# block 1

<file path="src/rtl/ifq_pkg.sv">
// Shared definitions for the instruction fetch queue: default depth,
// the stored entry layout and the canonical NOP encoding.
package ifq_pkg;

    localparam int IFQ_DEPTH = 4;

    // addi x0, x0, 0
    localparam logic [31:0] NOP = 32'h0000_0013;

    typedef struct packed {
        logic [31:0] pc;
        logic [31:0] instr;
        logic        misaligned;
    } entry_t;

endpackage

</file>
<file path="src/rtl/ifq_storage.sv">
// Circular entry buffer for the fetch queue: head/tail pointers,
// occupancy count and the entry array. Pointers wrap modulo DEPTH.
module ifq_storage
    import ifq_pkg::*;
#(
    parameter int DEPTH = IFQ_DEPTH
) (
    input  logic                     clk,
    input  logic                     reset,
    input  logic                     i_clear,
    input  logic                     i_push,
    input  entry_t                   i_wdata,
    input  logic                     i_pop,
    output entry_t                   o_head,
    output logic [$clog2(DEPTH):0]   o_count
);

    localparam int PW = $clog2(DEPTH);
    localparam int CW = PW + 1;

    entry_t        r_mem [DEPTH];
    logic [PW-1:0] r_head;
    logic [PW-1:0] r_tail;
    logic [CW-1:0] r_count;

    logic          w_push;
    logic          w_pop;

    // A clear cycle ignores both pushes and pops; pops of an empty buffer are dropped.
    assign w_push = i_push && !i_clear;
    assign w_pop  = i_pop && !i_clear && (r_count != '0);

    // Pointer and occupancy bookkeeping; reset and clear both empty the buffer.
    always_ff @(posedge clk) begin
        if (!reset || i_clear) begin
            r_head  <= '0;
            r_tail  <= '0;
            r_count <= '0;
        end else begin
            if (w_push) r_tail <= r_tail + PW'(1);
            if (w_pop)  r_head <= r_head + PW'(1);
            case ({w_push, w_pop})
                2'b10:   r_count <= r_count + CW'(1);
                2'b01:   r_count <= r_count - CW'(1);
                default: r_count <= r_count;
            endcase
        end
    end

    // Entry array holds data only; stale slots are masked by the count.
    always_ff @(posedge clk) begin
        if (w_push) r_mem[r_tail] <= i_wdata;
    end

    assign o_head  = r_mem[r_head];
    assign o_count = r_count;

endmodule

</file>
<file path="src/rtl/instruction_fetch_queue.sv">
// Instruction fetch queue: accepts fetch PCs, issues single-cycle-latency
// instruction memory reads and buffers {pc, instr, misaligned} for decode.
// One fetch may be in flight; its data is written one cycle after accept.
module instruction_fetch_queue
    import ifq_pkg::*;
#(
    parameter int DEPTH = IFQ_DEPTH
) (
    input  logic                     clk,
    input  logic                     reset,
    input  logic [31:0]              pc_in,
    input  logic                     pc_valid,
    output logic                     pc_ready,
    input  logic                     flush,
    output logic                     imem_en,
    output logic [31:0]              imem_addr,
    input  logic [31:0]              imem_rdata,
    output logic [31:0]              instr_out,
    output logic [31:0]              instr_pc,
    output logic                     instr_misaligned,
    output logic                     instr_valid,
    input  logic                     instr_ready,
    output logic [$clog2(DEPTH):0]   occupancy
);

    localparam int CW = $clog2(DEPTH) + 1;

    logic          r_inflight;
    logic [31:0]   r_inflight_pc;
    logic [31:0]   r_imem_addr;

    logic [CW-1:0] w_count;
    logic [CW-1:0] w_level;
    logic          w_ready;
    logic          w_accept;
    logic          w_push;
    logic          w_pop;
    entry_t        w_wdata;
    entry_t        w_head;

    // Space check counts the in-flight fetch but gives no credit for a same-cycle pop.
    assign w_level  = w_count + CW'(r_inflight);
    assign w_ready  = reset && !flush && (w_level < CW'(DEPTH));
    assign w_accept = pc_valid && w_ready;

    // Returning data lands in the buffer; flush is applied inside storage as a clear.
    assign w_push   = reset && r_inflight;
    assign w_pop    = reset && instr_valid && instr_ready;

    assign w_wdata.pc         = r_inflight_pc;
    assign w_wdata.instr      = imem_rdata;
    assign w_wdata.misaligned = (r_inflight_pc[1:0] != 2'b00);

    ifq_storage #(
        .DEPTH (DEPTH)
    ) u_storage (
        .clk     (clk),
        .reset   (reset),
        .i_clear (flush),
        .i_push  (w_push),
        .i_wdata (w_wdata),
        .i_pop   (w_pop),
        .o_head  (w_head),
        .o_count (w_count)
    );

    // In-flight flag and held read address; accept is already blocked by flush.
    always_ff @(posedge clk) begin
        if (!reset) begin
            r_inflight  <= 1'b0;
            r_imem_addr <= '0;
        end else begin
            r_inflight <= w_accept;
            if (w_accept) r_imem_addr <= pc_in;
        end
    end

    // PC of the fetch in flight, paired with its read data next cycle.
    always_ff @(posedge clk) begin
        if (w_accept) r_inflight_pc <= pc_in;
    end

    assign pc_ready         = w_ready;
    assign imem_en          = w_accept;
    assign imem_addr        = w_accept ? pc_in : r_imem_addr;
    assign instr_valid      = (w_count != '0);
    assign instr_out        = w_head.instr;
    assign instr_pc         = w_head.pc;
    assign instr_misaligned = w_head.misaligned;
    assign occupancy        = w_count;

endmodule
</file>
<file path="config.mk">
export PLATFORM = sky130hd
export DESIGN_NAME = instruction_fetch_queue
export DESIGN_NICKNAME = d
export VERILOG_FILES = /design/src/rtl/ifq_pkg.sv /design/src/rtl/ifq_storage.sv /design/src/rtl/instruction_fetch_queue.sv
export SDC_FILE = /design/constraint.sdc
export NUM_CORES = 1
export LEC_CHECK = 0
export ABC_AREA = 1
export CAP_MARGIN = 20
export CORE_MARGIN = 2
export CORE_UTILIZATION = 55
export DETAILED_ROUTE_END_ITERATION = 10
export GPL_TIMING_DRIVEN = 0
export HOLD_SLACK_MARGIN = 0.15
export PLACE_DENSITY = 0.92
export SLEW_MARGIN = 20
export SYNTH_ARGS = -nofsm -noshare
export SYNTH_HDL_FRONTEND = slang
export SYNTH_SLANG_ARGS = --single-unit
</file>
<file path="constraint.sdc">
create_clock -name clk -period 5.7 [get_ports clk]
set_clock_uncertainty 0.15 [all_clocks]
set_input_delay 0.855 -clock clk [delete_from_list [all_inputs] [get_ports clk]]
set_output_delay 0.855 -clock clk [all_outputs]
set_load 0.01 [all_outputs]
</file>
# block 2

`src/rtl/board_renderer_pkg.sv`:
```
// Shared definitions for the board renderer:
// copy-engine source codes, screen geometry and FSM states.
package board_renderer_pkg;

    localparam logic [1:0] MS_TITLE = 2'b00;
    localparam logic [1:0] MS_GAME  = 2'b01;
    localparam logic [1:0] MS_END   = 2'b10;
    localparam logic [1:0] MS_TILE  = 2'b11;

    localparam int SCREEN_W = 320;
    localparam int SCREEN_H = 240;
    localparam int TILE_PX  = 16;

    typedef enum logic [2:0] {
        ST_IDLE,
        ST_BG_ISSUE,
        ST_BG_WAIT,
        ST_SCAN,
        ST_ISSUE,
        ST_WAIT,
        ST_DONE
    } state_t;

endpackage

```
`src/rtl/board_renderer_tile_map_store.sv`:
```
// Tile map plus per-cell dirty bits, with a write/compare port,
// a scan port that can clear its cell, and a collision read port.
module tile_map_store
    import board_renderer_pkg::*;
#(
    parameter int COLS = 15,
    parameter int ROWS = 13
) (
    input  logic       clk,
    input  logic       reset_n,
    input  logic       i_we,
    input  logic [3:0] i_wcol,
    input  logic [3:0] i_wrow,
    input  logic [3:0] i_wtile,
    input  logic [3:0] i_rd_col,
    input  logic [3:0] i_rd_row,
    output logic [3:0] o_rd_tile,
    input  logic [3:0] i_sc_col,
    input  logic [3:0] i_sc_row,
    output logic [3:0] o_sc_tile,
    output logic       o_sc_dirty,
    input  logic       i_clr,
    input  logic       i_set_all,
    output logic       o_any_dirty
);

    localparam int N  = COLS * ROWS;
    localparam int IW = $clog2(N);

    logic [3:0]    r_map [N];
    logic [N-1:0]  r_dirty;
    logic [N-1:0]  w_dirty_nxt;
    logic          w_wr_ok;
    logic          w_rd_ok;
    logic          w_wr_set;
    logic [IW-1:0] w_widx;
    logic [IW-1:0] w_ridx;
    logic [IW-1:0] w_sidx;

    function automatic logic [IW-1:0] idx_of(
        input logic [3:0] c,
        input logic [3:0] r
    );
        return IW'(r) * IW'(COLS) + IW'(c);
    endfunction

    assign w_widx = idx_of(i_wcol, i_wrow);
    assign w_ridx = idx_of(i_rd_col, i_rd_row);
    assign w_sidx = idx_of(i_sc_col, i_sc_row);

    assign w_wr_ok = i_we
                   && ({1'b0, i_wcol} < 5'(COLS))
                   && ({1'b0, i_wrow} < 5'(ROWS));
    assign w_rd_ok = ({1'b0, i_rd_col} < 5'(COLS))
                   && ({1'b0, i_rd_row} < 5'(ROWS));

    // a cell only becomes dirty when its stored tile really changes
    assign w_wr_set = w_wr_ok && (r_map[w_widx] != i_wtile);

    assign o_rd_tile   = w_rd_ok ? r_map[w_ridx] : 4'd0;
    assign o_sc_tile   = r_map[w_sidx];
    assign o_sc_dirty  = r_dirty[w_sidx];
    assign o_any_dirty = |r_dirty;

    // next dirty vector: set-all, then scan clear, then write set (set wins)
    always_comb begin
        w_dirty_nxt = i_set_all ? '1 : r_dirty;
        if (i_clr) begin
            w_dirty_nxt[w_sidx] = 1'b0;
        end
        if (w_wr_set) begin
            w_dirty_nxt[w_widx] = 1'b1;
        end
    end

    // dirty-bit register
    always_ff @(posedge clk or negedge reset_n) begin
        if (!reset_n) begin
            r_dirty <= '0;
        end else begin
            r_dirty <= w_dirty_nxt;
        end
    end

    // tile map storage, written by game logic
    always_ff @(posedge clk or negedge reset_n) begin
        if (!reset_n) begin
            for (int i = 0; i < N; i++) begin
                r_map[i] <= 4'd0;
            end
        end else if (w_wr_ok) begin
            r_map[w_widx] <= i_wtile;
        end
    end

endmodule

```
`src/rtl/board_renderer.sv`:
```
// Board renderer: walks the tile map and issues one copy per dirty
// cell, preceded by a game-background copy whenever a redraw is pending.
module board_renderer
    import board_renderer_pkg::*;
#(
    parameter int COLS     = 15,
    parameter int ROWS     = 13,
    parameter int TILE     = 16,
    parameter int ORIGIN_X = 40,
    parameter int ORIGIN_Y = 16
) (
    input  logic       clk,
    input  logic       reset_n,
    input  logic       cell_we,
    input  logic [3:0] cell_col,
    input  logic [3:0] cell_row,
    input  logic [3:0] cell_tile,
    input  logic [3:0] rd_col,
    input  logic [3:0] rd_row,
    output logic [3:0] rd_tile,
    input  logic       redraw_all,
    output logic       copy_go,
    output logic [1:0] copy_memory_select,
    output logic [3:0] copy_tile_select,
    output logic [8:0] copy_x,
    output logic [7:0] copy_y,
    input  logic       copy_finished,
    output logic       busy,
    output logic       frame_done
);

    state_t     r_state;
    state_t     w_state_nxt;
    logic [3:0] r_col;
    logic [3:0] w_col_nxt;
    logic [3:0] r_row;
    logic [3:0] w_row_nxt;
    logic       r_pend;
    logic       w_pend_nxt;
    logic [1:0] r_ms;
    logic [1:0] w_ms_nxt;
    logic [3:0] r_tile;
    logic [3:0] w_tile_nxt;
    logic [8:0] r_x;
    logic [8:0] w_x_nxt;
    logic [7:0] r_y;
    logic [7:0] w_y_nxt;
    logic       w_last;
    logic       w_clr;
    logic       w_set_all;
    logic [3:0] w_sc_tile;
    logic       w_sc_dirty;
    logic       w_any_dirty;

    tile_map_store #(
        .COLS (COLS),
        .ROWS (ROWS)
    ) u_store (
        .clk         (clk),
        .reset_n     (reset_n),
        .i_we        (cell_we),
        .i_wcol      (cell_col),
        .i_wrow      (cell_row),
        .i_wtile     (cell_tile),
        .i_rd_col    (rd_col),
        .i_rd_row    (rd_row),
        .o_rd_tile   (rd_tile),
        .i_sc_col    (r_col),
        .i_sc_row    (r_row),
        .o_sc_tile   (w_sc_tile),
        .o_sc_dirty  (w_sc_dirty),
        .i_clr       (w_clr),
        .i_set_all   (w_set_all),
        .o_any_dirty (w_any_dirty)
    );

    assign w_last = (r_col == 4'(COLS - 1)) && (r_row == 4'(ROWS - 1));

    assign copy_go            = (r_state == ST_ISSUE)
                             || (r_state == ST_BG_ISSUE);
    assign busy               = (r_state != ST_IDLE);
    assign frame_done         = (r_state == ST_DONE);
    assign copy_memory_select = r_ms;
    assign copy_tile_select   = r_tile;
    assign copy_x             = r_x;
    assign copy_y             = r_y;

    // next-state logic; copy fields are latched one cycle ahead of go
    always_comb begin
        w_state_nxt = r_state;
        w_col_nxt   = r_col;
        w_row_nxt   = r_row;
        w_pend_nxt  = r_pend | redraw_all;
        w_ms_nxt    = r_ms;
        w_tile_nxt  = r_tile;
        w_x_nxt     = r_x;
        w_y_nxt     = r_y;
        w_clr       = 1'b0;
        w_set_all   = 1'b0;
        unique case (r_state)
            ST_IDLE: begin
                if (r_pend) begin
                    w_ms_nxt    = MS_GAME;
                    w_tile_nxt  = 4'd0;
                    w_x_nxt     = 9'd0;
                    w_y_nxt     = 8'd0;
                    w_state_nxt = ST_BG_ISSUE;
                end else if (w_any_dirty) begin
                    w_col_nxt   = 4'd0;
                    w_row_nxt   = 4'd0;
                    w_state_nxt = ST_SCAN;
                end
            end
            ST_BG_ISSUE: begin
                w_pend_nxt  = redraw_all;
                w_state_nxt = ST_BG_WAIT;
            end
            ST_BG_WAIT: begin
                if (copy_finished) begin
                    w_set_all   = 1'b1;
                    w_col_nxt   = 4'd0;
                    w_row_nxt   = 4'd0;
                    w_state_nxt = ST_SCAN;
                end
            end
            ST_SCAN: begin
                if (w_sc_dirty) begin
                    w_clr       = 1'b1;
                    w_ms_nxt    = MS_TILE;
                    w_tile_nxt  = w_sc_tile;
                    w_x_nxt     = 9'(ORIGIN_X) + 9'(r_col) * 9'(TILE);
                    w_y_nxt     = 8'(ORIGIN_Y) + 8'(r_row) * 8'(TILE);
                    w_state_nxt = ST_ISSUE;
                end else if (w_last) begin
                    w_state_nxt = ST_DONE;
                end else if (r_col == 4'(COLS - 1)) begin
                    w_col_nxt = 4'd0;
                    w_row_nxt = r_row + 4'd1;
                end else begin
                    w_col_nxt = r_col + 4'd1;
                end
            end
            ST_ISSUE: begin
                w_state_nxt = ST_WAIT;
            end
            ST_WAIT: begin
                if (copy_finished) begin
                    if (w_last) begin
                        w_state_nxt = ST_DONE;
                    end else begin
                        w_state_nxt = ST_SCAN;
                        if (r_col == 4'(COLS - 1)) begin
                            w_col_nxt = 4'd0;
                            w_row_nxt = r_row + 4'd1;
                        end else begin
                            w_col_nxt = r_col + 4'd1;
                        end
                    end
                end
            end
            ST_DONE: begin
                w_state_nxt = ST_IDLE;
            end
            default: begin
                w_state_nxt = ST_IDLE;
            end
        endcase
    end

    // state, scan position, pending flag and copy-field registers
    always_ff @(posedge clk or negedge reset_n) begin
        if (!reset_n) begin
            r_state <= ST_IDLE;
            r_col   <= 4'd0;
            r_row   <= 4'd0;
            r_pend  <= 1'b1;
            r_ms    <= MS_TILE;
            r_tile  <= 4'd0;
            r_x     <= 9'd0;
            r_y     <= 8'd0;
        end else begin
            r_state <= w_state_nxt;
            r_col   <= w_col_nxt;
            r_row   <= w_row_nxt;
            r_pend  <= w_pend_nxt;
            r_ms    <= w_ms_nxt;
            r_tile  <= w_tile_nxt;
            r_x     <= w_x_nxt;
            r_y     <= w_y_nxt;
        end
    end

endmodule

```
`config.mk`:
```
export PLATFORM = sky130hd
export DESIGN_NAME = board_renderer
export DESIGN_NICKNAME = d
export VERILOG_FILES = /design/src/rtl/board_renderer_pkg.sv /design/src/rtl/board_renderer_tile_map_store.sv /design/src/rtl/board_renderer.sv
export SDC_FILE = /design/constraint.sdc
export NUM_CORES = 2
export LEC_CHECK = 0
export CAP_MARGIN = 40
export CORE_ASPECT_RATIO = 1.2
export CORE_MARGIN = 3
export CORE_UTILIZATION = 30
export CTS_CLUSTER_SIZE = 20
export DETAILED_ROUTE_END_ITERATION = 8
export PLACE_DENSITY = 0.54
export SYNTH_ARGS = -nofsm -noshare
export SYNTH_HDL_FRONTEND = slang
export SYNTH_HIERARCHICAL = 1
export SYNTH_SLANG_ARGS = --single-unit
export TNS_END_PERCENT = 50
```
`constraint.sdc`:
```
create_clock -name clk -period 8.25 [get_ports clk]
set_input_delay 0.825 -clock clk [delete_from_list [all_inputs] [get_ports clk]]
set_output_delay 0.825 -clock clk [all_outputs]
set_load 0.02 [all_outputs]
```
# block 3

==> src/rtl/percept_pkg.sv <==
// percept_pkg: shared state encoding and default frame parameters for the percept link
package percept_pkg;

    localparam int PERCEPT_PAYLOAD_BITS = 129;
    localparam int PERCEPT_IDLE_GAP     = 2;

    typedef enum logic [2:0] {
        ST_IDLE,
        ST_START,
        ST_ADDR,
        ST_GAP,
        ST_PAYLOAD,
        ST_GUARD
    } percept_state_e;

    function automatic int percept_nbytes(input int bits);
        return (bits + 7) / 8;
    endfunction

endpackage

==> src/rtl/percept_tx_shifter.sv <==
// percept_tx_shifter: one-byte payload holding buffer feeding the MSB-first payload shifter
module percept_tx_shifter
    import percept_pkg::*;
#(
    parameter int PAYLOAD_BITS = PERCEPT_PAYLOAD_BITS
) (
    input  logic       clk,
    input  logic       nRst,
    input  logic       accept_en_i,
    input  logic       clear_i,
    input  logic       load_i,
    input  logic       pay_valid_i,
    input  logic [7:0] pay_data_i,
    input  logic       clr_underrun_i,
    output logic       pay_ready_o,
    output logic       bit_o,
    output logic       underrun_o
);

    localparam int NBYTES = percept_nbytes(PAYLOAD_BITS);
    localparam int CW     = $clog2(NBYTES + 1);

    logic [7:0]    buf_q, buf_d, sh_q, sh_d;
    logic          full_q, full_d, unr_q, unr_d, take;
    logic [CW-1:0] cnt_q, cnt_d;

    assign pay_ready_o = accept_en_i && !full_q && (cnt_q < CW'(NBYTES));
    assign take        = pay_valid_i && pay_ready_o;
    assign bit_o       = load_i ? (full_q & buf_q[7]) : sh_q[7];
    assign underrun_o  = unr_q;

    // A load drains the buffer (zeros if empty) into the shifter; a new byte may land the same cycle
    always_comb begin
        buf_d  = take ? pay_data_i : buf_q;
        full_d = clear_i ? 1'b0 : take ? 1'b1 : load_i ? 1'b0 : full_q;
        cnt_d  = clear_i ? '0 : take ? cnt_q + CW'(1) : cnt_q;
        sh_d   = load_i ? (full_q ? {buf_q[6:0], 1'b0} : 8'h00) : {sh_q[6:0], 1'b0};
        unr_d  = (load_i && !full_q) || (unr_q && !clr_underrun_i);
    end

    // Buffer, shifter, byte count and sticky underrun registers
    always_ff @(posedge clk or negedge nRst) begin
        if (!nRst) begin
            buf_q  <= '0;
            sh_q   <= '0;
            full_q <= 1'b0;
            cnt_q  <= '0;
            unr_q  <= 1'b0;
        end else begin
            buf_q  <= buf_d;
            sh_q   <= sh_d;
            full_q <= full_d;
            cnt_q  <= cnt_d;
            unr_q  <= unr_d;
        end
    end

endmodule

==> src/rtl/percept_tx.sv <==
// percept_tx: framed serial transmitter - start bit, 8-bit address, gap, payload, guard
module percept_tx
    import percept_pkg::*;
#(
    parameter int PAYLOAD_BITS = PERCEPT_PAYLOAD_BITS,
    parameter int IDLE_GAP     = PERCEPT_IDLE_GAP
) (
    input  logic       clk,
    input  logic       nRst,
    input  logic       req_valid,
    input  logic [7:0] req_addr,
    output logic       req_ready,
    input  logic       pay_valid,
    input  logic [7:0] pay_data,
    output logic       pay_ready,
    output logic       serial_out,
    output logic       busy,
    output logic       underrun,
    input  logic       clr_underrun
);

    localparam int BW = (PAYLOAD_BITS > 8) ? $clog2(PAYLOAD_BITS) : 3;
    localparam int GW = (IDLE_GAP > 2) ? $clog2(IDLE_GAP) : 1;

    percept_state_e state_q, state_d;
    logic [7:0]     addr_q, addr_d;
    logic [2:0]     abit_q, abit_d;
    logic [BW-1:0]  pbit_q, pbit_d;
    logic [GW-1:0]  gcnt_q, gcnt_d;
    logic           load, clear, accept_en, pay_bit;

    assign req_ready  = (state_q == ST_IDLE);
    assign busy       = !req_ready;
    assign accept_en  = busy && (state_q != ST_GUARD);
    assign load       = (state_q == ST_PAYLOAD) && (pbit_q[2:0] == 3'd0);
    assign clear      = (state_q == ST_PAYLOAD) && (state_d == ST_GUARD);
    assign serial_out = (state_q == ST_START)   ? 1'b0 :
                        (state_q == ST_ADDR)    ? addr_q[3'd7 - abit_q] :
                        (state_q == ST_PAYLOAD) ? pay_bit : 1'b1;

    percept_tx_shifter #(
        .PAYLOAD_BITS(PAYLOAD_BITS)
    ) u_shifter (
        .clk           (clk),
        .nRst          (nRst),
        .accept_en_i   (accept_en),
        .clear_i       (clear),
        .load_i        (load),
        .pay_valid_i   (pay_valid),
        .pay_data_i    (pay_data),
        .clr_underrun_i(clr_underrun),
        .pay_ready_o   (pay_ready),
        .bit_o         (pay_bit),
        .underrun_o    (underrun)
    );

    // Frame sequencing; counters return to zero whenever their phase ends
    always_comb begin
        state_d = state_q;
        addr_d  = addr_q;
        abit_d  = '0;
        pbit_d  = '0;
        gcnt_d  = '0;
        case (state_q)
            ST_IDLE: begin
                if (req_valid) begin
                    state_d = ST_START;
                    addr_d  = req_addr;
                end
            end
            ST_START: state_d = ST_ADDR;
            ST_ADDR: begin
                abit_d  = abit_q + 3'd1;
                state_d = (abit_q == 3'd7) ? ST_GAP : ST_ADDR;
            end
            ST_GAP: state_d = ST_PAYLOAD;
            ST_PAYLOAD: begin
                pbit_d  = (pbit_q == BW'(PAYLOAD_BITS - 1)) ? '0 : pbit_q + BW'(1);
                state_d = (pbit_q == BW'(PAYLOAD_BITS - 1)) ? ST_GUARD : ST_PAYLOAD;
            end
            ST_GUARD: begin
                gcnt_d  = (gcnt_q == GW'(IDLE_GAP - 1)) ? '0 : gcnt_q + GW'(1);
                state_d = (gcnt_q == GW'(IDLE_GAP - 1)) ? ST_IDLE : ST_GUARD;
            end
            default: state_d = ST_IDLE;
        endcase
    end

    // State and frame counters; reset drops the frame immediately
    always_ff @(posedge clk or negedge nRst) begin
        if (!nRst) begin
            state_q <= ST_IDLE;
            addr_q  <= '0;
            abit_q  <= '0;
            pbit_q  <= '0;
            gcnt_q  <= '0;
        end else begin
            state_q <= state_d;
            addr_q  <= addr_d;
            abit_q  <= abit_d;
            pbit_q  <= pbit_d;
            gcnt_q  <= gcnt_d;
        end
    end

endmodule

==> config.mk <==
export PLATFORM = sky130hd
export DESIGN_NAME = percept_tx
export DESIGN_NICKNAME = d
export VERILOG_FILES = /design/src/rtl/percept_pkg.sv /design/src/rtl/percept_tx_shifter.sv /design/src/rtl/percept_tx.sv
export SDC_FILE = /design/constraint.sdc
export NUM_CORES = 1
export LEC_CHECK = 0
export ABC_AREA = 1
export CAP_MARGIN = 20
export CORE_UTILIZATION = 59
export DETAILED_ROUTE_END_ITERATION = 10
export PLACE_DENSITY_LB_ADDON = 0.12
export SLEW_MARGIN = 20
export SYNTH_ARGS = -nofsm -noshare
export SYNTH_HDL_FRONTEND = slang
export SYNTH_SLANG_ARGS = --single-unit
==> constraint.sdc <==
create_clock -name clk -period 2.25 [get_ports clk]
set_input_delay 0.45 -clock clk [delete_from_list [all_inputs] [get_ports clk]]
set_output_delay 0.45 -clock clk [all_outputs]
set_load 0.05 [all_outputs]
block_2/class_map.png
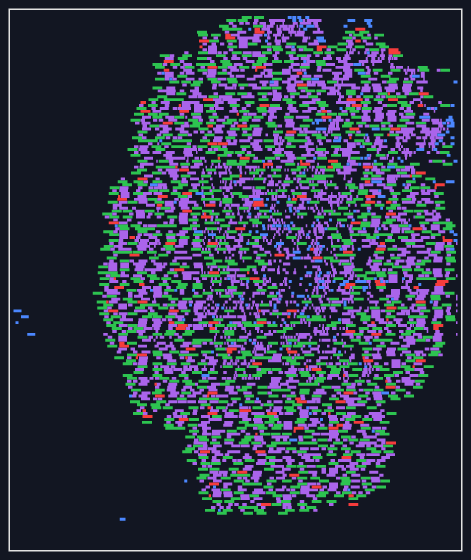
class	color	cells
remaining logic cells	purple	2934
remaining buffers and delay cells	blue	242
clock drivers and dummy loads	red	186
registers	green	1002
cell area after layout: 68900 µm²
Rows: 180

==> CHANGELOG.md, block 2 <==
### Implementation results

- Flop share of the area: 36.4%
- Core Util, Final: 34.2%
- Relative slew margins: 17.1%
- Worst-margin pin slew: 1.24 ns
- Clock-cell share of area: 5.06%
- Gr usage total: roughly 22%
- Status: finished, final reports clean
- Worst path max stage delay: about 0.71 ns
- EDFF count, synth: 0
- Initial antenna violation count: 12
- # Post-CTS Setup Buffers: 0
- Startpoint types: input pin
- Root Driver: clkbuf_16
- Initial DRC Count: between 5k and 6k
- Leakage: 27.8 nW
[block 2: synthesized netlist by cell type (13+ instances only)]
library cell,number,share of area (%)
dfrtp_1,1000,41
mux2_2,781,14
mux4_2,755,28
nand2_1,296,1.8
clkbuf_1,281,1.7
o22ai_1,206,2.1
o21ai_0,160,1.3
o21ai_1,69,0.56
nor2_1,63,0.39
ha_1,56,1.1
mux2i_1,54,0.88
nor4_1,54,0.55
buf_2,51,0.42
inv_1,51,0.31
buf_1,48,0.29
nand3_1,47,0.38
and3_1,35,0.36
nand4_1,33,0.34
a21oi_1,31,0.25
buf_4,28,0.34
fa_1,21,0.69
a211oi_1,16,0.20
nor2b_1,15,0.15
xnor2_1,14,0.20
a22o_1,13,0.19
[block 2: state kept, by name, indices dropped and copies added (netlist names)]
signal              cells
u_store/r_map         780
u_store/r_dirty       195
copy_x                  6
copy_tile_select        4
copy_y                  4
r_col                   4
r_row                   4
r_state                 3
copy_memory_select      1
r_pend                  1
[block 2: where the power goes]
part	switching, mW	internal [mW]
Clock	2.14	2.79
Combinational	5.14	4.21
Sequential	1.17	6.12
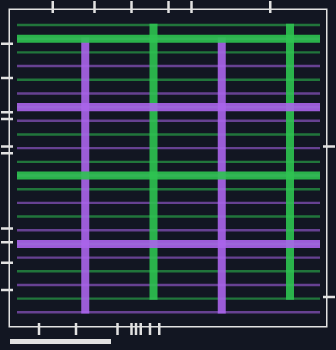
block_3/floorplan.png
Scale bar: 20 µm. Pins as bars on the die edge.
net	color
VSS	purple
VDD	green
met1 rails	22
signal pins	26
met5 straps	4
met4 straps	4
rows	21
core footprint: 3440 µm²
worst vdd ir: 0.757 mV
DIE HEIGHT: 62.8 µm
die extent in x: 62.8 µm

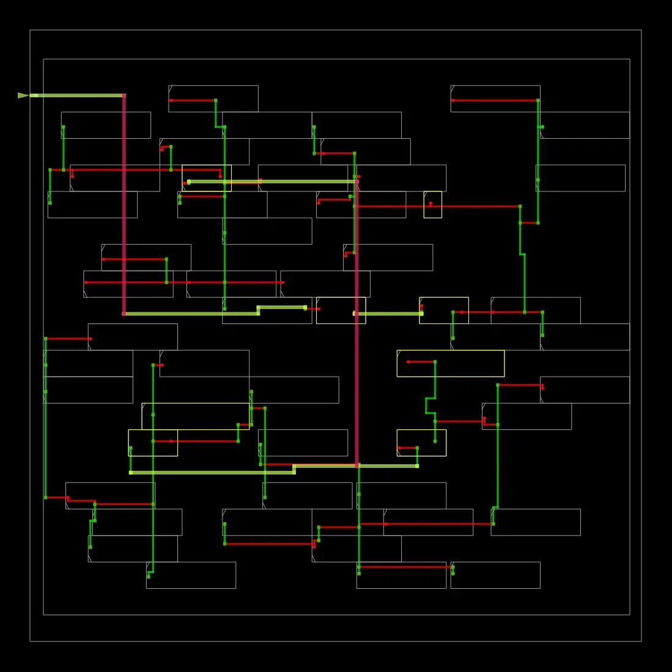
block_3/clock_nets.png
Late-Pin Clk Latency: 0.30 ns
clkbuf count: 5

==> CHANGELOG.md, block 3 <==
### Implementation results

- Wire per inst: 12.2 µm
- Fillers: 259
- OpenROAD warning count: 27
- Yosys top cell by area: dfrtp_1
- DP HPWL: 2940 µm
- First-pass GRT wire length: 7590 µm
- Grt peak-use layer: met2
- Worst Hold Class: in2async
- Largest net degree at the start of global routing: 46
- Reg2Reg Depth: 7
- Reg2Reg Setup Slack: 0.72 ns
- Dominant synthesized flop cell: dfrtp_1
- # nets final: 321
- Clk pwr share: 31.6%
- CTS sink count: 45
- CTS H-tree lvls: 2
- RePlAce Congestion: 0.848
- Top cells excl fill/tap: 85 x nand2_1, 45 x dfrtp_1, 30 x nand3_1
- Status: finished, final reports clean
- WP depth: 7
## block 3: sequential cells by signal (all words and copies together) (netlist names)
signal                cells
abit_q                    3
addr_q                    8
gcnt_q                    1
pbit_q                    8
state_q                   3
u_shifter.buf_q           8
u_shifter.cnt_q           5
u_shifter.full_q          1
u_shifter.sh_q            7
u_shifter.underrun_o      1
## block 3: metrics by stage
stage	hold slack, ns	setup WS [ns]
after floorplan	0.154	0.0963
after global placement	0.403	0.405
after detailed placement	0.415	0.391
after CTS	0.124	0.0581
after global routing	0.131	0.0103
final	0.112	0.0588
## block 3: final cells by class
type	count	area, µm²	area share (%)
sequential	45	1130	42.7
multi-input combinational	184	901	34.1
timing repair buffer	30	313	11.8
inverter	29	109	4.12
clock buffer	5	68.8	2.61
clock inverter	3	65.1	2.46
tap	46	57.6	2.18
## block 3: power groups by stage
stage / combinational [mW] / sequential (mW) / clock [mW]
2_1_floorplan: 0.356 / 1.02 / 0
3_3_place_gp: 0.497 / 1.05 / 0
3_5_place_dp: 0.515 / 1.05 / 0
4_1_cts: 0.517 / 1.04 / 0.725
5_1_grt: 0.586 / 1.06 / 0.757
6_report: 0.513 / 1.04 / 0.717
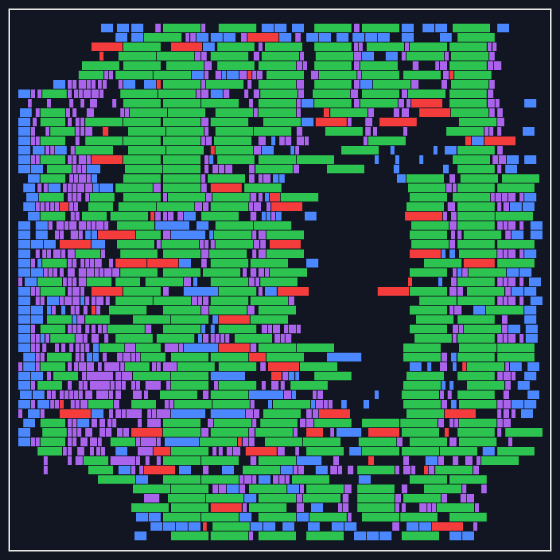
block_1/class_map.png
class	color	cells
remaining buffers and delay cells	blue	240
registers	green	334
remaining logic cells	purple	610
clock drivers and dummy loads	red	58
flop share of the area: 59.5%
Core Util, Final: 71.1%

==> CHANGELOG.md, block 1 <==
### Implementation results

- Sequential-to-total area share from yosys stat: 75.5%
- Met3 Use GR: 4.33%
- Fmax: approximately 0.23 GHz
- Floorplan net count: 1077
- Biggest regs: u_storage.r_mem x260, r_imem_addr x32, r_inflight_pc x32
- Status: finished, final reports clean
- # setup viols final: 0
- CTS H-tree lvls: 1
- Placement-stage cell area: 15100 µm²
- Yosys top cell by area: edfxtp_1
- GR Util met1: 29.2%
- YS warnings: 0
- Reg-to-Reg Start: u_storage.o_count[1]
- WP depth: 7
- WL met2: 15100 µm
- Logic area: 2450 µm²
- Crit-path cells: clkdlybuf4s50_1, nand2_1, inv_2, nand4_4, buf_6, inv_2, clkdlybuf4s50_1
- Core Util at FP: 56.1%
- Worst-path clk slew: approximately 0.060 ns
- Routed wire length: 29700 µm
- # nets final: roughly 1.3k
- CP arrival: roughly 3.4 ns
- Top cell excl fill/tap: edfxtp_1
- Buffer share of cell area: approximately 14%
- Crit path max-delay family: buffers and inverters
- Largest net degree at the start of global routing: 34
- Register Area: 9610 µm²
- Most frequent cell after synthesis: edfxtp_1
- Comb gates: 494
- Flops after synth: 334
- Gr usage total: between 20% and 30%
- GR Overflow Total: 0
- Grt peak-use layer: met2
- Top Layer Used: met4
- OpenROAD warning count: 29
block 1: metrics by stage:
step                      hold slack, ns  total power [mW]  cells  setup TNS [ns]
after floorplan                    0.309              2.82   1002               0
after global placement             0.317              2.94   1457         -352.87
after detailed placement           0.335              2.95   1469               0
after CTS                          0.351              4.93   1527               0
after global routing               0.377              5.05   1527               0
final                              0.350              4.92   1527               0
block 1: power groups by stage:
stage	logic (mW)	clock network (mW)	registers, mW
global placement	0.204	0	2.74
floorplan	0.0808	0	2.73
finish	0.214	2.02	2.69
global route	0.231	2.13	2.69
CTS	0.214	2.03	2.69
detailed placement	0.211	0	2.74
block 1: worst reg2reg max path, stage by stage (launching register included):
cell and delay [ns]:
dfxtp_1 0.47, inv_1 0.13, nand3_1 0.12, nand3_1 0.14, inv_1 0.12, ha_1 0.15
inv_1 0.07, fa_1 0.40, a21oi_1 0.16, o21ai_0 0.12, o21ai_0 0.16, a21oi_1 0.06
block 1: logic make-up after synthesis:
logic type	Yosys count	share of synthesized area (%)
AOI/OAI and AO/OA	208	8.92
and+or+nand+nor	278	9.30
adders and majority gates	6	0.649
buffers and inverters	174	5.52
xor gates and xnor gates	2	0.138
DFF	334	75.5

# block 4

block_4/layers.png
Scale bar: 20 µm.
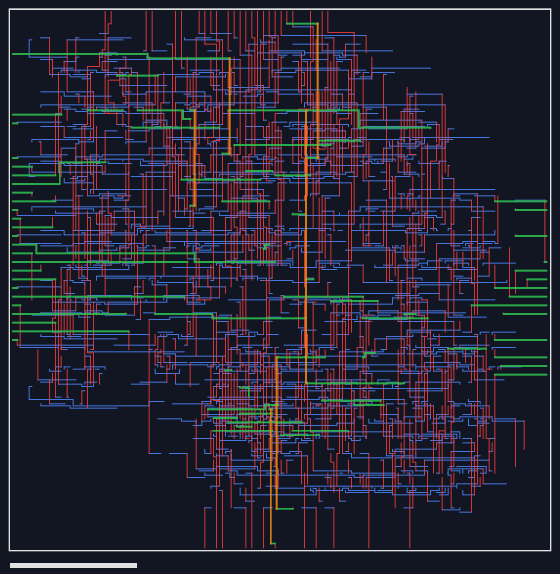

===== src/rtl/dn_benes_ctrl_pkg.sv =====
// Shared definitions for the Benes distribution-network controller:
// the FSM state encoding and the level count as a function of port count.
package dn_benes_ctrl_pkg;

  typedef enum logic [2:0] {
    ST_IDLE  = 3'd0,
    ST_LOAD  = 3'd1,
    ST_SET   = 3'd2,
    ST_RUN   = 3'd3,
    ST_DRAIN = 3'd4
  } state_e;

  // A Benes network on n ports has 2*log2(n)-1 switch levels.
  function automatic int unsigned n_levels(input int unsigned n);
    return 2 * $clog2(n) - 1;
  endfunction

endpackage


===== src/rtl/dn_valid_pipe.sv =====
// Fixed-depth 1-bit valid tracker with synchronous clear.
// It follows data through a pipelined network so that "output valid" matches the data latency.
module dn_valid_pipe #(
  parameter int unsigned DEPTH = 1
) (
  input  logic clk_i,
  input  logic clear_i,
  input  logic valid_i,
  output logic valid_o,
  output logic busy_o
);

  logic [DEPTH-1:0] sr_q;
  logic [DEPTH-1:0] sr_d;

  // Shift toward the output end; stage 0 takes the new valid.
  always_comb begin
    sr_d    = sr_q;
    sr_d[0] = valid_i;
    for (int i = 1; i < DEPTH; i++) begin
      sr_d[i] = sr_q[i-1];
    end
  end

  // State register; clear drops every beat in flight.
  always_ff @(posedge clk_i) begin
    if (clear_i) begin
      sr_q <= '0;
    end else begin
      sr_q <= sr_d;
    end
  end

  assign valid_o = sr_q[DEPTH-1];
  assign busy_o  = |sr_q;

endmodule


===== src/rtl/dn_benes_ctrl.sv =====
// Sequencing controller for dn_benes. It loads the per-level route words, pulses set_en,
// then gates route_en for the commanded number of beats and drains before signalling done.
module dn_benes_ctrl
  import dn_benes_ctrl_pkg::*;
#(
  parameter int unsigned N        = 8,
  parameter int unsigned N_LEVELS = n_levels(N),
  parameter int unsigned LEN_W    = 16,
  parameter int unsigned PIPE_LAT = 1
) (
  input  logic                    clk,
  input  logic                    reset,
  input  logic                    cmd_valid,
  output logic                    cmd_ready,
  input  logic [LEN_W-1:0]        cmd_len,
  input  logic                    cfg_valid,
  output logic                    cfg_ready,
  input  logic [N-1:0]            cfg_data,
  input  logic                    in_valid,
  output logic                    in_ready,
  output logic                    set_en,
  output logic                    route_en,
  output logic [N_LEVELS*N-1:0]   route_signals,
  output logic                    out_valid,
  output logic                    done
);

  localparam int unsigned LVL_W  = (N_LEVELS > 1) ? $clog2(N_LEVELS) : 1;
  localparam int unsigned DCNT_W = $clog2(PIPE_LAT + 1);
  localparam logic [LVL_W-1:0]  LAST_LVL   = LVL_W'(N_LEVELS - 1);
  localparam logic [DCNT_W-1:0] DRAIN_INIT = DCNT_W'(PIPE_LAT);

  state_e                  state_q, state_d;
  logic [LVL_W-1:0]        lvl_q, lvl_d;
  logic [LEN_W-1:0]        len_q, len_d;
  logic [DCNT_W-1:0]       drain_q, drain_d;
  logic [N_LEVELS*N-1:0]   route_q, route_d;
  logic                    pipe_busy;

  // Next-state, datapath updates and handshake outputs.
  always_comb begin
    state_d   = state_q;
    lvl_d     = lvl_q;
    len_d     = len_q;
    drain_d   = drain_q;
    route_d   = route_q;
    cmd_ready = 1'b0;
    cfg_ready = 1'b0;
    in_ready  = 1'b0;
    set_en    = 1'b0;
    route_en  = 1'b0;
    done      = 1'b0;
    case (state_q)
      ST_IDLE: begin
        cmd_ready = 1'b1;
        if (cmd_valid) begin
          len_d   = cmd_len;
          lvl_d   = '0;
          state_d = ST_LOAD;
        end else begin
          state_d = ST_IDLE;
        end
      end
      ST_LOAD: begin
        cfg_ready = 1'b1;
        if (cfg_valid) begin
          route_d[lvl_q*N +: N] = cfg_data;
          lvl_d                 = lvl_q + LVL_W'(1);
          state_d               = (lvl_q == LAST_LVL) ? ST_SET : ST_LOAD;
        end else begin
          state_d = ST_LOAD;
        end
      end
      ST_SET: begin
        set_en  = 1'b1;
        drain_d = DRAIN_INIT;
        state_d = (len_q != '0) ? ST_RUN : ST_DRAIN;
      end
      ST_RUN: begin
        in_ready = 1'b1;
        route_en = in_valid;
        if (in_valid) begin
          len_d = len_q - LEN_W'(1);
          if (len_q == LEN_W'(1)) begin
            drain_d = DRAIN_INIT;
            state_d = ST_DRAIN;
          end else begin
            state_d = ST_RUN;
          end
        end else begin
          state_d = ST_RUN;
        end
      end
      ST_DRAIN: begin
        // The countdown gives a fixed PIPE_LAT wait even when nothing was routed.
        if ((drain_q == '0) && !pipe_busy) begin
          done    = 1'b1;
          state_d = ST_IDLE;
        end else if (drain_q != '0) begin
          drain_d = drain_q - DCNT_W'(1);
        end else begin
          state_d = ST_DRAIN;
        end
      end
      default: begin
        state_d = ST_IDLE;
      end
    endcase
  end

  // State and datapath registers.
  always_ff @(posedge clk) begin
    if (reset) begin
      state_q <= ST_IDLE;
      lvl_q   <= '0;
      len_q   <= '0;
      drain_q <= '0;
      route_q <= '0;
    end else begin
      state_q <= state_d;
      lvl_q   <= lvl_d;
      len_q   <= len_d;
      drain_q <= drain_d;
      route_q <= route_d;
    end
  end

  assign route_signals = route_q;

  dn_valid_pipe #(
    .DEPTH (PIPE_LAT)
  ) u_valid_pipe (
    .clk_i   (clk),
    .clear_i (reset),
    .valid_i (route_en),
    .valid_o (out_valid),
    .busy_o  (pipe_busy)
  );

endmodule


===== config.mk =====
export PLATFORM = sky130hd
export DESIGN_NAME = dn_benes_ctrl
export DESIGN_NICKNAME = d
export VERILOG_FILES = /design/src/rtl/dn_benes_ctrl_pkg.sv /design/src/rtl/dn_valid_pipe.sv /design/src/rtl/dn_benes_ctrl.sv
export SDC_FILE = /design/constraint.sdc
export NUM_CORES = 1
export LEC_CHECK = 0
export ABC_AREA = 1
export CAP_MARGIN = 10
export CORE_MARGIN = 3
export CORE_UTILIZATION = 51
export CTS_BUF_LIST = sky130_fd_sc_hd__clkbuf_8
export CTS_CLUSTER_SIZE = 40
export DETAILED_ROUTE_END_ITERATION = 12
export PLACE_DENSITY = 0.87
export SLEW_MARGIN = 20
export SYNTH_ARGS = -nofsm -noshare
export SYNTH_HDL_FRONTEND = slang
export SYNTH_SLANG_ARGS = --single-unit
export TNS_END_PERCENT = 100

===== constraint.sdc =====
create_clock -name clk -period 2.1 [get_ports clk]
set_input_delay 0.42 -clock clk [delete_from_list [all_inputs] [get_ports clk]]
set_output_delay 0.42 -clock clk [all_outputs]
set_load 0.02 [all_outputs]

# block 5

$ cat config.mk
export PLATFORM = sky130hd
export DESIGN_NAME = wrap_ptr_alloc_ctrl
export DESIGN_NICKNAME = d
export VERILOG_FILES = /design/src/rtl/wrap_ptr_alloc_ctrl.sv
export SDC_FILE = /design/constraint.sdc
export NUM_CORES = 1
export LEC_CHECK = 0
export CAP_MARGIN = 20
export CORE_MARGIN = 4
export CORE_UTILIZATION = 44
export CTS_CLUSTER_SIZE = 30
export DETAILED_ROUTE_END_ITERATION = 7
export PLACE_DENSITY = 0.79
export RECOVER_POWER = 25
export SYNTH_ARGS = -nofsm -noshare
export SYNTH_HDL_FRONTEND = slang
export SYNTH_SLANG_ARGS = --single-unit
export TNS_END_PERCENT = 20
$ cat constraint.sdc
create_clock -name clk -period 3.7 [get_ports clk]
set_input_delay 0.74 -clock clk [delete_from_list [all_inputs] [get_ports clk]]
set_output_delay 0.74 -clock clk [all_outputs]
set_load 0.05 [all_outputs]
$ cat src/rtl/wrap_ptr_alloc_ctrl.sv
// wrap_ptr_alloc_ctrl
// Head/tail pointer owner for a SIZE-entry circular buffer. Grants up to
// MAX_OPS in-order allocations at the tail and retires up to MAX_OPS entries
// from the head each cycle. Pointers advance modulo SIZE, so SIZE need not
// be a power of two.
//
// Ports:
//   clk        rising-edge clock
//   reset      asynchronous active-low reset; clears all state immediately
//   alloc_num  entries requested this cycle (0..MAX_OPS)
//   alloc_gnt  combinational all-or-nothing grant (1 when alloc_num = 0)
//   alloc_idx  combinational slot indices, lane i = (tail + i) mod SIZE, lane 0 in LSBs
//   free_num   entries retired from the head this cycle
//   free_ok    combinational, 1 iff free_num <= count
//   flush      synchronous clear of head, tail and count (err is kept)
//   head       oldest valid entry
//   tail       next slot to allocate
//   count      valid entries, 0..SIZE
//   full       count == SIZE
//   empty      count == 0
//   err        sticky: over-free or a request above MAX_OPS
module wrap_ptr_alloc_ctrl #(
    parameter  int NBITS   = 2,
    parameter  int SIZE    = 4,
    parameter  int MAX_OPS = 2,
    localparam int OPW     = $clog2(MAX_OPS + 1)
) (
    input  logic                     clk,
    input  logic                     reset,
    input  logic [OPW-1:0]           alloc_num,
    output logic                     alloc_gnt,
    output logic [MAX_OPS*NBITS-1:0] alloc_idx,
    input  logic [OPW-1:0]           free_num,
    output logic                     free_ok,
    input  logic                     flush,
    output logic [NBITS-1:0]         head,
    output logic [NBITS-1:0]         tail,
    output logic [NBITS:0]           count,
    output logic                     full,
    output logic                     empty,
    output logic                     err
);

    localparam int CW = NBITS + 2;
    localparam logic [NBITS-1:0] LAST = NBITS'(SIZE - 1);

    logic [NBITS-1:0] head_q;
    logic [NBITS-1:0] tail_q;
    logic [NBITS:0]   count_q;
    logic             err_q;

    logic [NBITS-1:0] tail_adv;
    logic [NBITS-1:0] head_adv;
    logic [NBITS:0]   count_next;
    logic             alloc_bad;
    logic             free_bad;
    logic             alloc_fire;
    logic             free_fire;

    // Single wrap-around +1 stage.
    function automatic logic [NBITS-1:0] inc1(input logic [NBITS-1:0] p);
        return (p == LAST) ? '0 : p + NBITS'(1);
    endfunction

    // Tail chain: each +1 stage feeds one alloc_idx lane; the stage picked
    // by alloc_num becomes the advanced tail (stage 0 = pass-through).
    always_comb begin : tail_chain
        logic [NBITS-1:0] stage;
        stage     = tail_q;
        tail_adv  = tail_q;
        alloc_idx = '0;
        for (int unsigned i = 0; i < MAX_OPS; i++) begin
            alloc_idx[i*NBITS +: NBITS] = stage;
            stage = inc1(stage);
            if (alloc_num == OPW'(i + 1)) tail_adv = stage;
        end
    end

    always_comb begin : head_chain
        logic [NBITS-1:0] stage;
        stage    = head_q;
        head_adv = head_q;
        for (int unsigned i = 0; i < MAX_OPS; i++) begin
            stage = inc1(stage);
            if (free_num == OPW'(i + 1)) head_adv = stage;
        end
    end

    always_comb begin
        alloc_gnt  = CW'(alloc_num) <= (CW'(SIZE) - CW'(count_q));
        free_ok    = CW'(free_num) <= CW'(count_q);
        alloc_bad  = CW'(alloc_num) > CW'(MAX_OPS);
        free_bad   = CW'(free_num) > CW'(MAX_OPS);
        alloc_fire = alloc_gnt && (alloc_num != '0) && !alloc_bad;
        free_fire  = free_ok && (free_num != '0) && !free_bad;
        // Done modulo 2^(NBITS+1): truncation commutes with +/-, so this
        // equals the wider sum truncated, and the true result is in 0..SIZE.
        count_next = count_q
                   + (alloc_fire ? (NBITS+1)'(alloc_num) : '0)
                   - (free_fire  ? (NBITS+1)'(free_num)  : '0);
    end

    always_ff @(posedge clk or negedge reset) begin
        if (!reset) begin
            head_q  <= '0;
            tail_q  <= '0;
            count_q <= '0;
            err_q   <= 1'b0;
        end else begin
            err_q <= err_q | alloc_bad | free_bad | !free_ok;
            if (flush) begin
                head_q  <= '0;
                tail_q  <= '0;
                count_q <= '0;
            end else begin
                if (alloc_fire) tail_q <= tail_adv;
                if (free_fire)  head_q <= head_adv;
                count_q <= count_next;
            end
        end
    end

    assign head  = head_q;
    assign tail  = tail_q;
    assign count = count_q;
    assign err   = err_q;
    assign full  = (count_q == (NBITS+1)'(SIZE));
    assign empty = (count_q == '0);

endmodule

block_5/floorplan.png
Scale bar: 10 µm. Pins as bars on the die edge.
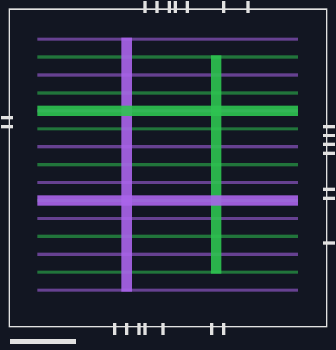
net	color
VSS	purple
VDD	green
rows	14
met4 straps	2
met5 straps	2
met1 rails	15
DIE HEIGHT: 47.9 µm
die extent in x: 47.9 µm
core footprint: 1510 µm²

==> CHANGELOG.md, block 5 <==
### Implementation results

- Top Layer Used: met4
- CTS sink count: 8
- Max FFs per register: 3
- Cell total after placement: 108
- Startpoint types: input pin
- Cell area leaders: dfrtp_1 29%, ha_1 20%, fa_1 5.7%, xnor2_1 5.0%, inv_1 4.3%
- Worst Hold Class: reg2reg
- Ports: 23
- YS warnings: 0
- Inserted Diodes: 0
- Setup TNS: 0 ns
- Top comb family, area: adder cells
- Status: finished, final reports clean
- Crit path max-delay family: adder cells
- Port bufs: 22
-- block 5: worst paths after layout --
path                                   start        to  slack (ns)
worst max-delay path            alloc_num[1]  count[2]        0.51
max in group asynchronous              reset       err        2.58
worst min-delay path                     err       err        0.50
min in group asynchronous              reset  count[0]        0.83
worst max register to register      count[0]  count[2]        0.74
worst min register to register           err       err        0.50
-- block 5: cells in the final DEF (no fill, tap or decap), drive strengths merged --
cell           netlist  routed
fa                   2       2
nand2b               2       2
o21ai                3       3
dlygate4sd3          0       1
dfrtp                8       8
clkbuf               0       3
nand3b               1       1
xnor2                4       4
o2111ai              1       1
nor2                 5       5
xor2                 2       2
clkdlybuf4s50        0      19
nor2b                4       4
a21oi                5       5
a221oi               1       1
nand2                5       5
ha                  11      11
inv                  9       9
buf                  2       2
o21a                 1       1
and3                 1       1
a311oi               3       3
nor3                 2       2
-- block 5: layout make-up --
class / instances / area (µm²)
fillers: 115 / 562
well taps: 16 / 20.0
multi-input cells: 53 / 453
flip-flops and latches: 8 / 200
inverters: 9 / 33.8
repair buffers: 22 / 215
clock buffers: 3 / 22.5
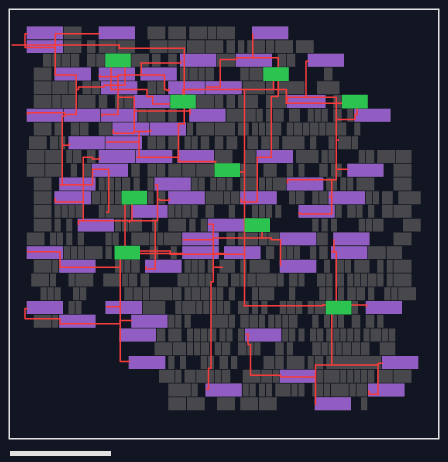
block_4/clock_wires.png
Scale bar: 20 µm.
[clock-net drivers] green | count: 9
[clock wires] red | length: 863 µm
[flip-flops] purple | count: 64
routed clock nets	10
Late-Pin Clk Latency: 0.35 ns

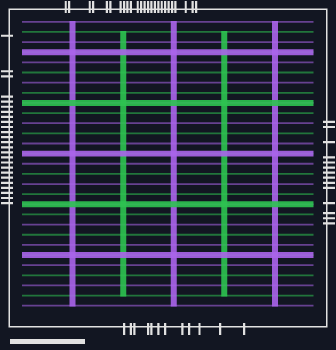
block_4/floorplan.png
Scale bar: 20 µm. Pins as bars on the die edge.
net	color
VDD	green
VSS	purple
met4 straps	5
signal pins	76
rows	28
met5 straps	5
met1 rails	29
die extent in x: 84.8 µm
core footprint: 5960 µm²
DIE HEIGHT: 84.8 µm

Notes on block_4/layers.png above:
layer	color	wire length
M3	green	638 µm
M2	red	3890 µm
M1	blue	3660 µm
M4	orange	139 µm
wire per inst: 13.5 µm
routed wire length: 8320 µm
vias post-DR: 3225
gr usage total: 23.0%

==> CHANGELOG.md, block 4 <==
### Implementation results

- Avg Inst Size Synth: between 6 and 7 µm²
- Critical path endpoint: cfg_ready
- Sequential-to-total area share from yosys stat: 40.5%
- Critical path class: reg2out
- Port bufs: between 70 and 80
- Layout area overhead: 32.5%
- Flops after synth: 64
- GR Overflow Total: 0
- Clock skew: ~0.0067 ns
- Max FFs per register: 40
- Top cell excl fill/tap: nand2_1
- Status: finished, final reports clean
- Register Area: 1280 µm²
- Rows: 28
- Final Hold Fails: 0
- CP max FO: 6
- Met1 wire length: about 3700 µm
- Post-route DRC: 0
- RePlAce Congestion: ~0.89
## block 4: per-stage QoR
step	hold slack, ns	area (µm²)	cells
final	0.501	4190	616
after global routing	0.522	4190	616
after detailed placement	0.483	3950	596
after global placement	0.478	3950	596
after floorplan	0.454	3160	457
after CTS	0.502	4150	612
## block 4: synthesized netlist by cell type
master	count	area, µm²
nand4_2	1	12.5
and3_1	1	6.26
inv_2	4	15.0
buf_4	3	22.5
and2_1	1	6.26
inv_4	1	6.26
clkbuf_1	6	22.5
dfxtp_1	64	1280
a21oi_1	35	175
nand3b_1	1	7.51
nor3_4	1	16.3
a31oi_1	2	12.5
buf_2	3	15.0
a21oi_2	8	70.1
buf_1	1	3.75
nand4_1	5	31.3
nor3_1	4	20.0
nand2_4	3	33.8
nor2_1	79	297
nor4_1	1	6.26
ha_1	6	75.1
o21ai_0	34	170
nand2_1	95	357
nand2_2	2	12.5
o31ai_1	1	7.51
buf_6	3	33.8
nand3_1	26	130
o21ai_1	9	45.0
inv_1	40	150
nor2_2	10	62.6
o211ai_1	1	7.51
nand3_2	2	20.0
nor2_4	2	22.5
clkinv_2	2	10.0


## Gallery

Routed clock nets over the placement.
Plate I
Scale bar: 100 µm.
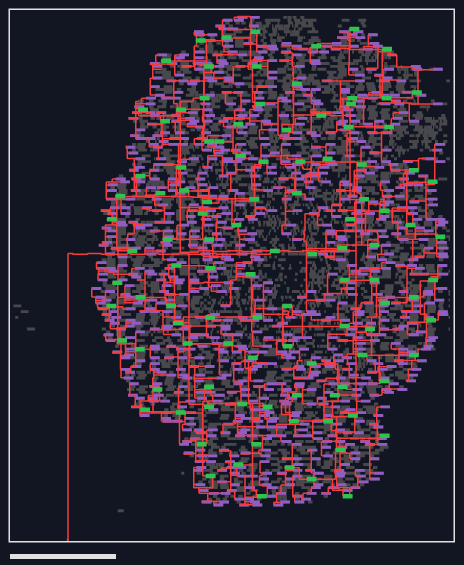
Plate II
Scale bar: 20 µm.
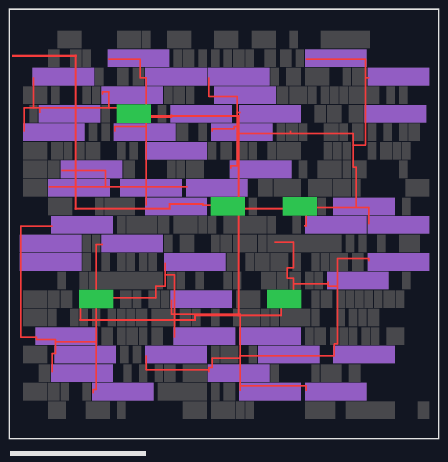
Plate III
Scale bar: 50 µm.
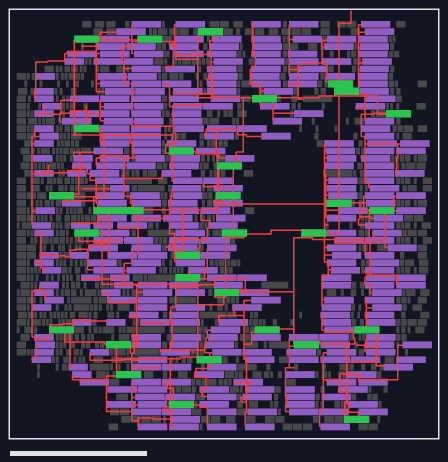
Plate IV
Scale bar: 10 µm.
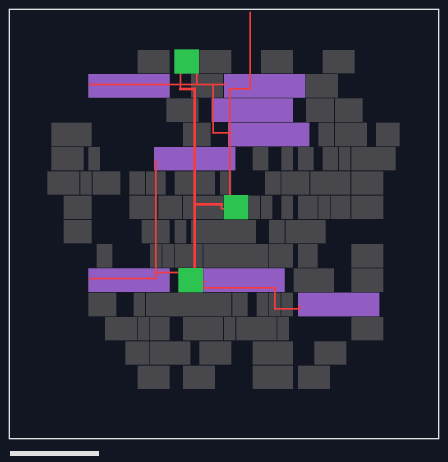
The one with the fewest sequential cells is Plate IV.
The one with the most sequential cells is Plate I.
Plate I comes from block 2.
Plate IV comes from block 5.
Plate III comes from block 1.
Plate II comes from block 3.

Power figures rest on the tool's default switching activity, not on a simulated workload.
